######## bcd_glyph_writer ########
### Signal metal coverage by tile, bcd_glyph_writer

14 x 14 tiles, from black (low) to pale yellow (high), scaled to the fullest tile. Values are wire area over tile area, all layers added.
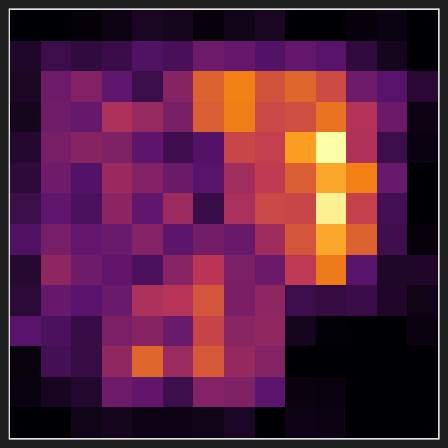

**config.mk**
```make
export PLATFORM = sky130hd
export DESIGN_NAME = bcd_glyph_writer
export DESIGN_NICKNAME = d
export VERILOG_FILES = /design/src/rtl/bcd_glyph_writer_pkg.sv /design/src/rtl/font8x8_rom.sv /design/src/rtl/bcd_glyph_writer.sv
export SDC_FILE = /design/constraint.sdc
export NUM_CORES = 1
export LEC_CHECK = 0
export CAP_MARGIN = 20
export CORE_UTILIZATION = 50
export DETAILED_ROUTE_END_ITERATION = 8
export PLACE_DENSITY = 0.78
export SYNTH_ARGS = -nofsm -noshare
export SYNTH_HDL_FRONTEND = slang
export SYNTH_SLANG_ARGS = --single-unit
```
**constraint.sdc**
```tcl
create_clock -name clk_in -period 5.85 [get_ports clk_in]
set_input_delay 1.17 -clock clk_in [delete_from_list [all_inputs] [get_ports clk_in]]
set_output_delay 1.17 -clock clk_in [all_outputs]
set_load 0.03 [all_outputs]
```
**src/rtl/bcd_glyph_writer_pkg.sv**
```systemverilog
// Shared glyph codes, geometry constants and FSM state type for the BCD glyph writer.
package bcd_glyph_writer_pkg;

  typedef enum logic [3:0] {
    G_0, G_1, G_2, G_3, G_4, G_5, G_6, G_7, G_8, G_9,
    G_DOT, G_V, G_DASH
  } glyph_e;

  localparam int unsigned GLYPH_W       = 8;
  localparam int unsigned N_CHARS       = 4;
  localparam int unsigned FB_PAGE_BYTES = 128;

  typedef enum logic [1:0] {StIdle, StWrite, StDone} state_e;

  // Non-decimal nibbles render as a dash rather than garbage.
  function automatic glyph_e digit_glyph(input logic [3:0] nibble);
    return (nibble > 4'd9) ? G_DASH : glyph_e'(nibble);
  endfunction

endpackage

```
**src/rtl/font8x8_rom.sv**
```systemverilog
// 8x8 column-oriented font ROM with a registered output; bit0 of each column is the top pixel.
module font8x8_rom
  import bcd_glyph_writer_pkg::*;
(
  input  logic       clk_i,
  input  logic       rst_i,
  input  logic [3:0] code_i,
  input  logic [2:0] col_i,
  output logic [7:0] data_o
);

  logic [63:0] glyph_bits;
  logic [7:0]  data_d, data_q;

  // Column 0 sits in bits [7:0], column 7 in bits [63:56].
  always_comb begin
    glyph_bits = 64'h0;
    case (code_i)
      G_0:     glyph_bits = 64'h0000_3E45_4951_3E00;
      G_1:     glyph_bits = 64'h0000_0040_7F42_0000;
      G_2:     glyph_bits = 64'h0000_4649_5161_4200;
      G_3:     glyph_bits = 64'h0000_314B_4541_2100;
      G_4:     glyph_bits = 64'h0000_107F_1214_1800;
      G_5:     glyph_bits = 64'h0000_3945_4545_2700;
      G_6:     glyph_bits = 64'h0000_3049_494A_3C00;
      G_7:     glyph_bits = 64'h0000_0305_0971_0100;
      G_8:     glyph_bits = 64'h0000_3649_4949_3600;
      G_9:     glyph_bits = 64'h0000_1E29_4949_0600;
      G_DOT:   glyph_bits = 64'h0000_0000_6060_0000;
      G_V:     glyph_bits = 64'h0000_1F20_4020_1F00;
      G_DASH:  glyph_bits = 64'h0000_0808_0808_0800;
      default: glyph_bits = 64'h0;
    endcase
  end

  always_comb begin
    data_d = glyph_bits[{col_i, 3'b000} +: 8];
  end

  always_ff @(posedge clk_i) begin
    if (rst_i) begin
      data_q <= 8'h00;
    end else begin
      data_q <= data_d;
    end
  end

  assign data_o = data_q;

endmodule

```
**src/rtl/bcd_glyph_writer.sv**
```systemverilog
// Renders a packed-BCD reading as "D.DV" into the OLED frame buffer, one burst per change.
module bcd_glyph_writer
  import bcd_glyph_writer_pkg::*;
#(
  parameter int unsigned PAGE      = 2,
  parameter int unsigned COL_START = 40
) (
  input  logic       clk_in,
  input  logic       rst_in,
  input  logic [7:0] bcd_in,
  output logic       wr_en,
  output logic [8:0] wr_addr,
  output logic [7:0] wr_data,
  output logic       busy,
  output logic       frame_done
);

  localparam logic [8:0] BaseAddr = 9'(PAGE * FB_PAGE_BYTES + COL_START);

  state_e      state_q, state_d;
  logic [4:0]  idx_q, idx_d;
  logic [7:0]  shown_bcd_q, shown_bcd_d;
  logic        shown_valid_q, shown_valid_d;
  logic        wr_en_q, wr_en_d;
  logic [8:0]  wr_addr_q, wr_addr_d;
  logic        busy_q, busy_d;
  logic        frame_done_q, frame_done_d;
  logic        trigger;
  logic [3:0]  code;

  always_ff @(posedge clk_in) begin
    if (rst_in) begin
      state_q       <= StIdle;
      idx_q         <= 5'd0;
      shown_bcd_q   <= 8'h00;
      shown_valid_q <= 1'b0;
      wr_en_q       <= 1'b0;
      wr_addr_q     <= 9'd0;
      busy_q        <= 1'b0;
      frame_done_q  <= 1'b0;
    end else begin
      state_q       <= state_d;
      idx_q         <= idx_d;
      shown_bcd_q   <= shown_bcd_d;
      shown_valid_q <= shown_valid_d;
      wr_en_q       <= wr_en_d;
      wr_addr_q     <= wr_addr_d;
      busy_q        <= busy_d;
      frame_done_q  <= frame_done_d;
    end
  end

  assign trigger = !shown_valid_q || (bcd_in != shown_bcd_q);

  always_comb begin
    state_d = state_q;
    unique case (state_q)
      StIdle:  if (trigger) state_d = StWrite;
      StWrite: if (idx_q == 5'd31) state_d = StDone;
      StDone:  state_d = StIdle;
      default: state_d = StIdle;
    endcase
  end

  // wr_en/wr_addr are registered from the same idx that feeds the ROM, so they line up with
  // its registered data one cycle later.
  always_comb begin
    idx_d         = idx_q;
    shown_bcd_d   = shown_bcd_q;
    shown_valid_d = shown_valid_q;
    wr_en_d       = (state_q == StWrite);
    wr_addr_d     = wr_addr_q;
    busy_d        = (state_d != StIdle);
    frame_done_d  = (state_q == StDone);
    if (state_q == StIdle && trigger) begin
      shown_bcd_d   = bcd_in;
      shown_valid_d = 1'b1;
      idx_d         = 5'd0;
    end else if (state_q == StWrite) begin
      idx_d     = idx_q + 5'd1;
      wr_addr_d = BaseAddr + 9'(idx_q);
    end
  end

  always_comb begin
    code = G_DOT;
    unique case (idx_q[4:3])
      2'd0: code = digit_glyph(shown_bcd_q[7:4]);
      2'd1: code = G_DOT;
      2'd2: code = digit_glyph(shown_bcd_q[3:0]);
      2'd3: code = G_V;
    endcase
  end

  font8x8_rom u_font (
    .clk_i  (clk_in),
    .rst_i  (rst_in),
    .code_i (code),
    .col_i  (idx_q[2:0]),
    .data_o (wr_data)
  );

  assign wr_en      = wr_en_q;
  assign wr_addr    = wr_addr_q;
  assign busy       = busy_q;
  assign frame_done = frame_done_q;

endmodule

```
######## data_mem_responder ########
[src/rtl/mem_resp_pkg.sv]
// Shared types and constants for the doubleword load/store responder.
package mem_resp_pkg;

   typedef enum logic [1:0] {
      IDLE   = 2'd0,
      ACCESS = 2'd1,
      RESP   = 2'd2
   } state_t;

   localparam int LANES      = 8;
   localparam int ALIGN_BITS = 3;

   function automatic logic is_aligned(input logic [63:0] addr);
      return addr[ALIGN_BITS-1:0] == '0;
   endfunction

endpackage

[src/rtl/byte_ram.sv]
// Byte-wide single-port RAM: synchronous write, asynchronous read, no reset.
module byte_ram #(
   parameter int ADDR_W = 8
) (
   input  logic              clk,
   input  logic              we,
   input  logic [ADDR_W-1:0] addr,
   input  logic [7:0]        wdata,
   output logic [7:0]        rdata
);

   logic [7:0] mem [2**ADDR_W];

   always_ff @(posedge clk) begin
      if (we) begin
         mem[addr] <= wdata;
      end
   end

   assign rdata = mem[addr];

endmodule

[src/rtl/data_mem_responder.sv]
// Serves one 64-bit ld/sd at a time, byte-serially over a byte RAM,
// and returns a one-cycle completion pulse carrying the load data.
module data_mem_responder
   import mem_resp_pkg::*;
#(
   parameter int ADDR_W = 8,
   parameter int DATA_W = 64
) (
   input  logic              clk,
   input  logic              reset,
   input  logic              req_valid,
   input  logic              req_write,
   input  logic [DATA_W-1:0] req_addr,
   input  logic [DATA_W-1:0] req_wdata,
   output logic              req_ready,
   output logic              rsp_valid,
   output logic              rsp_err,
   output logic [DATA_W-1:0] rsp_rdata,
   output logic [1:0]        state_out
);

   state_t            state_reg;
   state_t            state_next;
   logic [ADDR_W-1:0] addr_reg;
   logic              write_reg;
   logic              err_reg;
   logic [DATA_W-1:0] wdata_reg;
   logic [DATA_W-1:0] ldata_reg;
   logic [DATA_W-1:0] rdata_reg;
   logic [2:0]        cnt_reg;

   logic [ADDR_W-1:0] ram_addr;
   logic              ram_we;
   logic [7:0]        ram_wdata;
   logic [7:0]        ram_rdata;
   logic              last_byte;
   logic              unused_addr_bits;

   assign unused_addr_bits = ^req_addr[DATA_W-1:ADDR_W];

   // Byte index wraps naturally in the ADDR_W-bit adder.
   assign ram_addr  = addr_reg + ADDR_W'(cnt_reg);
   assign ram_we    = (state_reg == ACCESS) && write_reg && !err_reg;
   assign ram_wdata = wdata_reg[{cnt_reg, 3'b000} +: 8];
   assign last_byte = (cnt_reg == 3'(LANES - 1));

   byte_ram #(
      .ADDR_W (ADDR_W)
   ) u_ram (
      .clk   (clk),
      .we    (ram_we),
      .addr  (ram_addr),
      .wdata (ram_wdata),
      .rdata (ram_rdata)
   );

   // A misaligned request spends one idle ACCESS cycle so its error
   // response appears one cycle after acceptance, never touching the RAM.
   always_comb begin
      state_next = state_reg;
      case (state_reg)
         IDLE: begin
            if (req_valid) begin
               state_next = ACCESS;
            end
         end
         ACCESS: begin
            if (err_reg || last_byte) begin
               state_next = RESP;
            end
         end
         RESP:    state_next = IDLE;
         default: state_next = IDLE;
      endcase
   end

   always_ff @(posedge clk or posedge reset) begin
      if (reset) begin
         state_reg <= IDLE;
         addr_reg  <= '0;
         write_reg <= 1'b0;
         err_reg   <= 1'b0;
         wdata_reg <= '0;
         ldata_reg <= '0;
         rdata_reg <= '0;
         cnt_reg   <= '0;
      end else begin
         state_reg <= state_next;
         case (state_reg)
            IDLE: begin
               if (req_valid) begin
                  addr_reg  <= req_addr[ADDR_W-1:0];
                  write_reg <= req_write;
                  wdata_reg <= req_wdata;
                  err_reg   <= !is_aligned(req_addr);
                  cnt_reg   <= '0;
               end
            end
            ACCESS: begin
               if (!err_reg) begin
                  cnt_reg <= cnt_reg + 3'd1;
                  if (!write_reg) begin
                     ldata_reg[{cnt_reg, 3'b000} +: 8] <= ram_rdata;
                     // Publish the load result together with the entry into RESP.
                     if (last_byte) begin
                        rdata_reg <= {ram_rdata, ldata_reg[DATA_W-9:0]};
                     end
                  end
               end
            end
            RESP: begin
               err_reg <= 1'b0;
            end
            default: begin
               err_reg <= 1'b0;
               cnt_reg <= '0;
            end
         endcase
      end
   end

   assign req_ready = (state_reg == IDLE);
   assign rsp_valid = (state_reg == RESP);
   assign rsp_err   = (state_reg == RESP) && err_reg;
   assign rsp_rdata = rdata_reg;
   assign state_out = state_reg;

endmodule
[config.mk]
export PLATFORM = sky130hd
export DESIGN_NAME = data_mem_responder
export DESIGN_NICKNAME = d
export VERILOG_FILES = /design/src/rtl/mem_resp_pkg.sv /design/src/rtl/byte_ram.sv /design/src/rtl/data_mem_responder.sv
export SDC_FILE = /design/constraint.sdc
export NUM_CORES = 2
export LEC_CHECK = 0
export CELL_PAD_IN_SITES_DETAIL_PLACEMENT = 0
export CELL_PAD_IN_SITES_GLOBAL_PLACEMENT = 1
export CORE_MARGIN = 3
export CORE_UTILIZATION = 40
export DETAILED_ROUTE_END_ITERATION = 8
export HOLD_SLACK_MARGIN = 0.06
export PLACE_DENSITY_LB_ADDON = 0.1
export SYNTH_ARGS = -nofsm -noshare
export SYNTH_HDL_FRONTEND = slang
export SYNTH_SLANG_ARGS = --single-unit
export TNS_END_PERCENT = 100
[constraint.sdc]
create_clock -name clk -period 7.1 [get_ports clk]
set_input_delay 1.065 -clock clk [delete_from_list [all_inputs] [get_ports clk]]
set_output_delay 1.065 -clock clk [all_outputs]
set_load 0.05 [all_outputs]
### Cell placement, data_mem_responder

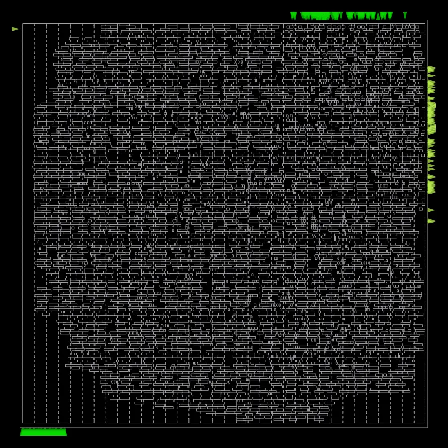
sequential share of cell area: 66.0%
fillcell total: 18500
number of core rows: 171

==> job_summary.md, data_mem_responder <==
### Yosys + OpenROAD results

| Metric | Value |
|---|---|
| DIE AREA | roughly 230000 um2 |
| Cell at the root of the clock tree | clkbuf_16 |
| Count of pins over their slew limit | 48 |
| WL met2 | 116000 um |
| Mi-comb count | about 1900 |
| Diode count | 5 |
| Antenna-violating nets left | 0 |
| Violated checks | slew limit |
| Fraction of post-synthesis cell area in the top cell type by area | between 70% and 80% |
| Worst setup path startpoint | cnt_reg[2] |
| Deepest level of the CTS H-tree | 4 |
| First-iteration detailed-routing DRC count | 4149 |
| Result of the run | finished, violations left |
| I/O pin count | 201 |
| Mapped Avg Cell Area | 20.0 um2 |
| Post-detailed-route wirelength per cell | 31.7 um |
| Leading cell kind | flip-flops and latches |
| Largest net degree at the start of global routing | roughly 210 |
| Vias | 44200 |
| Commonest cells in the synthesized netlist | 2048 x edfxtp_1, 524 x mux4_2, 397 x nand2_1 |
| Synthesized instance count | 4396 |
| Area of the mapped netlist | 87800 um2 |
| Post-layout period usage | 80.7% |
| GR met3 Demand/Resource | 3.17% |
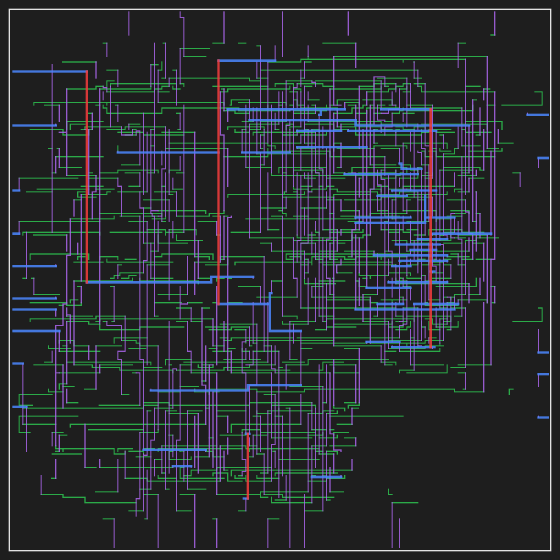
*Signal wires by layer, bcd_glyph_writer*
legend:
  M3:
    color: blue
    wire_length: 345 um
  M2:
    color: purple
    wire_length: 2320 um
  M4:
    color: red
    wire_length: 95.2 um
  M1:
    color: green
    wire_length: 2330 um
vias: 2087
Overall Global Routing Usage: 24.9%
post-detailed-route wirelength per cell: 14.5 um
detailed-route wire length: 5090 um

About 'Signal metal coverage by tile' of bcd_glyph_writer:
emptiest ninth of the die: south-east
nearly empty tiles: 15%
tiles over half the peak: 16%

==> job_summary.md, bcd_glyph_writer <==
### Yosys + OpenROAD results

| Metric | Value |
|---|---|
| Result of the run | finished clean |
| Met1 global-route usage | 31.8% |
| Leading cell kind | combinational gates |
| Tap cells | around 50 |
| Area Growth Syn to Fin | 16.1% |
| Final Instance Area | approximately 2500 um2 |
| Hold_ws | around 0.46 ns |
| Switching share of power | between 30% and 40% |
| Slew Limit Headroom | 41.8% |
| GR met3 Demand/Resource | 5.67% |
| GR met2 Demand/Resource | 40.1% |
| Number of clock buffers in the layout | 7 |
| Post-detailed-placement cell area | approximately 2400 um2 |
| Most frequent cell on the critical path | ha_1 |
| Area fraction in mux cells | 1.38% |
| Area of the mapped netlist | between 2000 and 2500 um2 |


==> gallery <==
Signal wires on met1.
Supply wires on this layer in gray.
picture 1
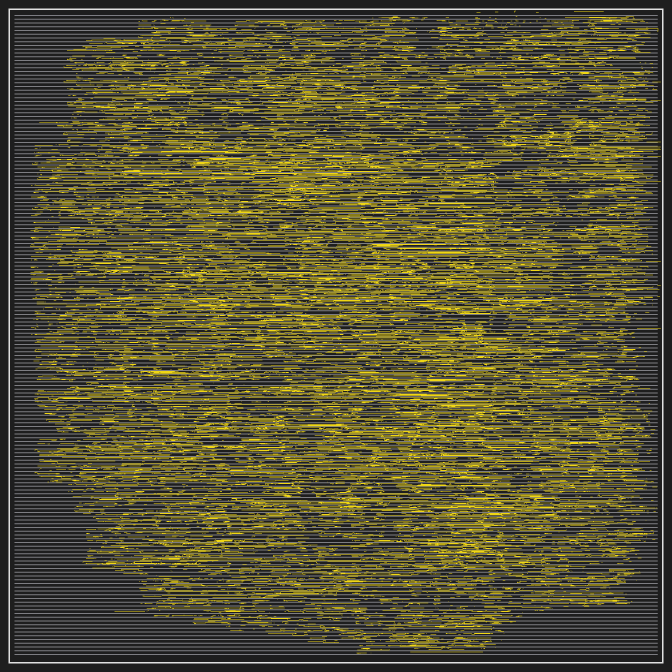
picture 2
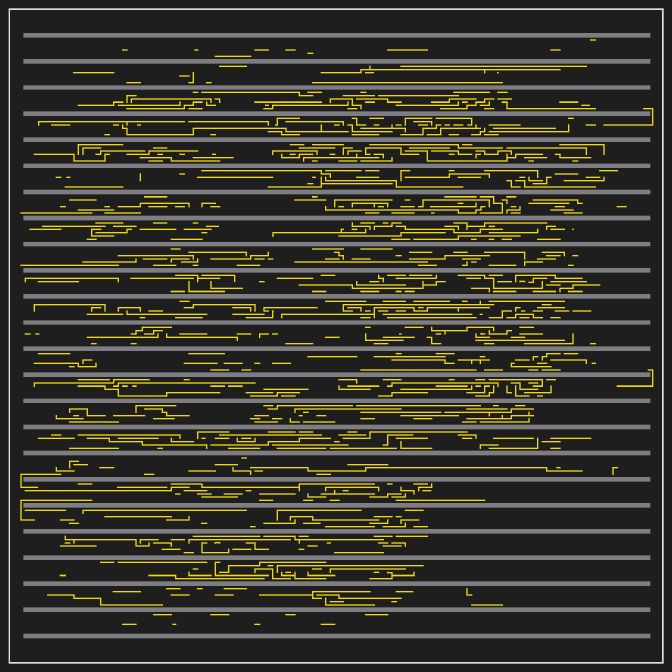
For data_mem_responder, see picture 1.
For bcd_glyph_writer, see picture 2.

Key to picture 1:
nets with wire on the layer: 4610
share of all routed wire: 45%
wire length on this layer: 112 mm

Power and IR drop assume default switching activity.
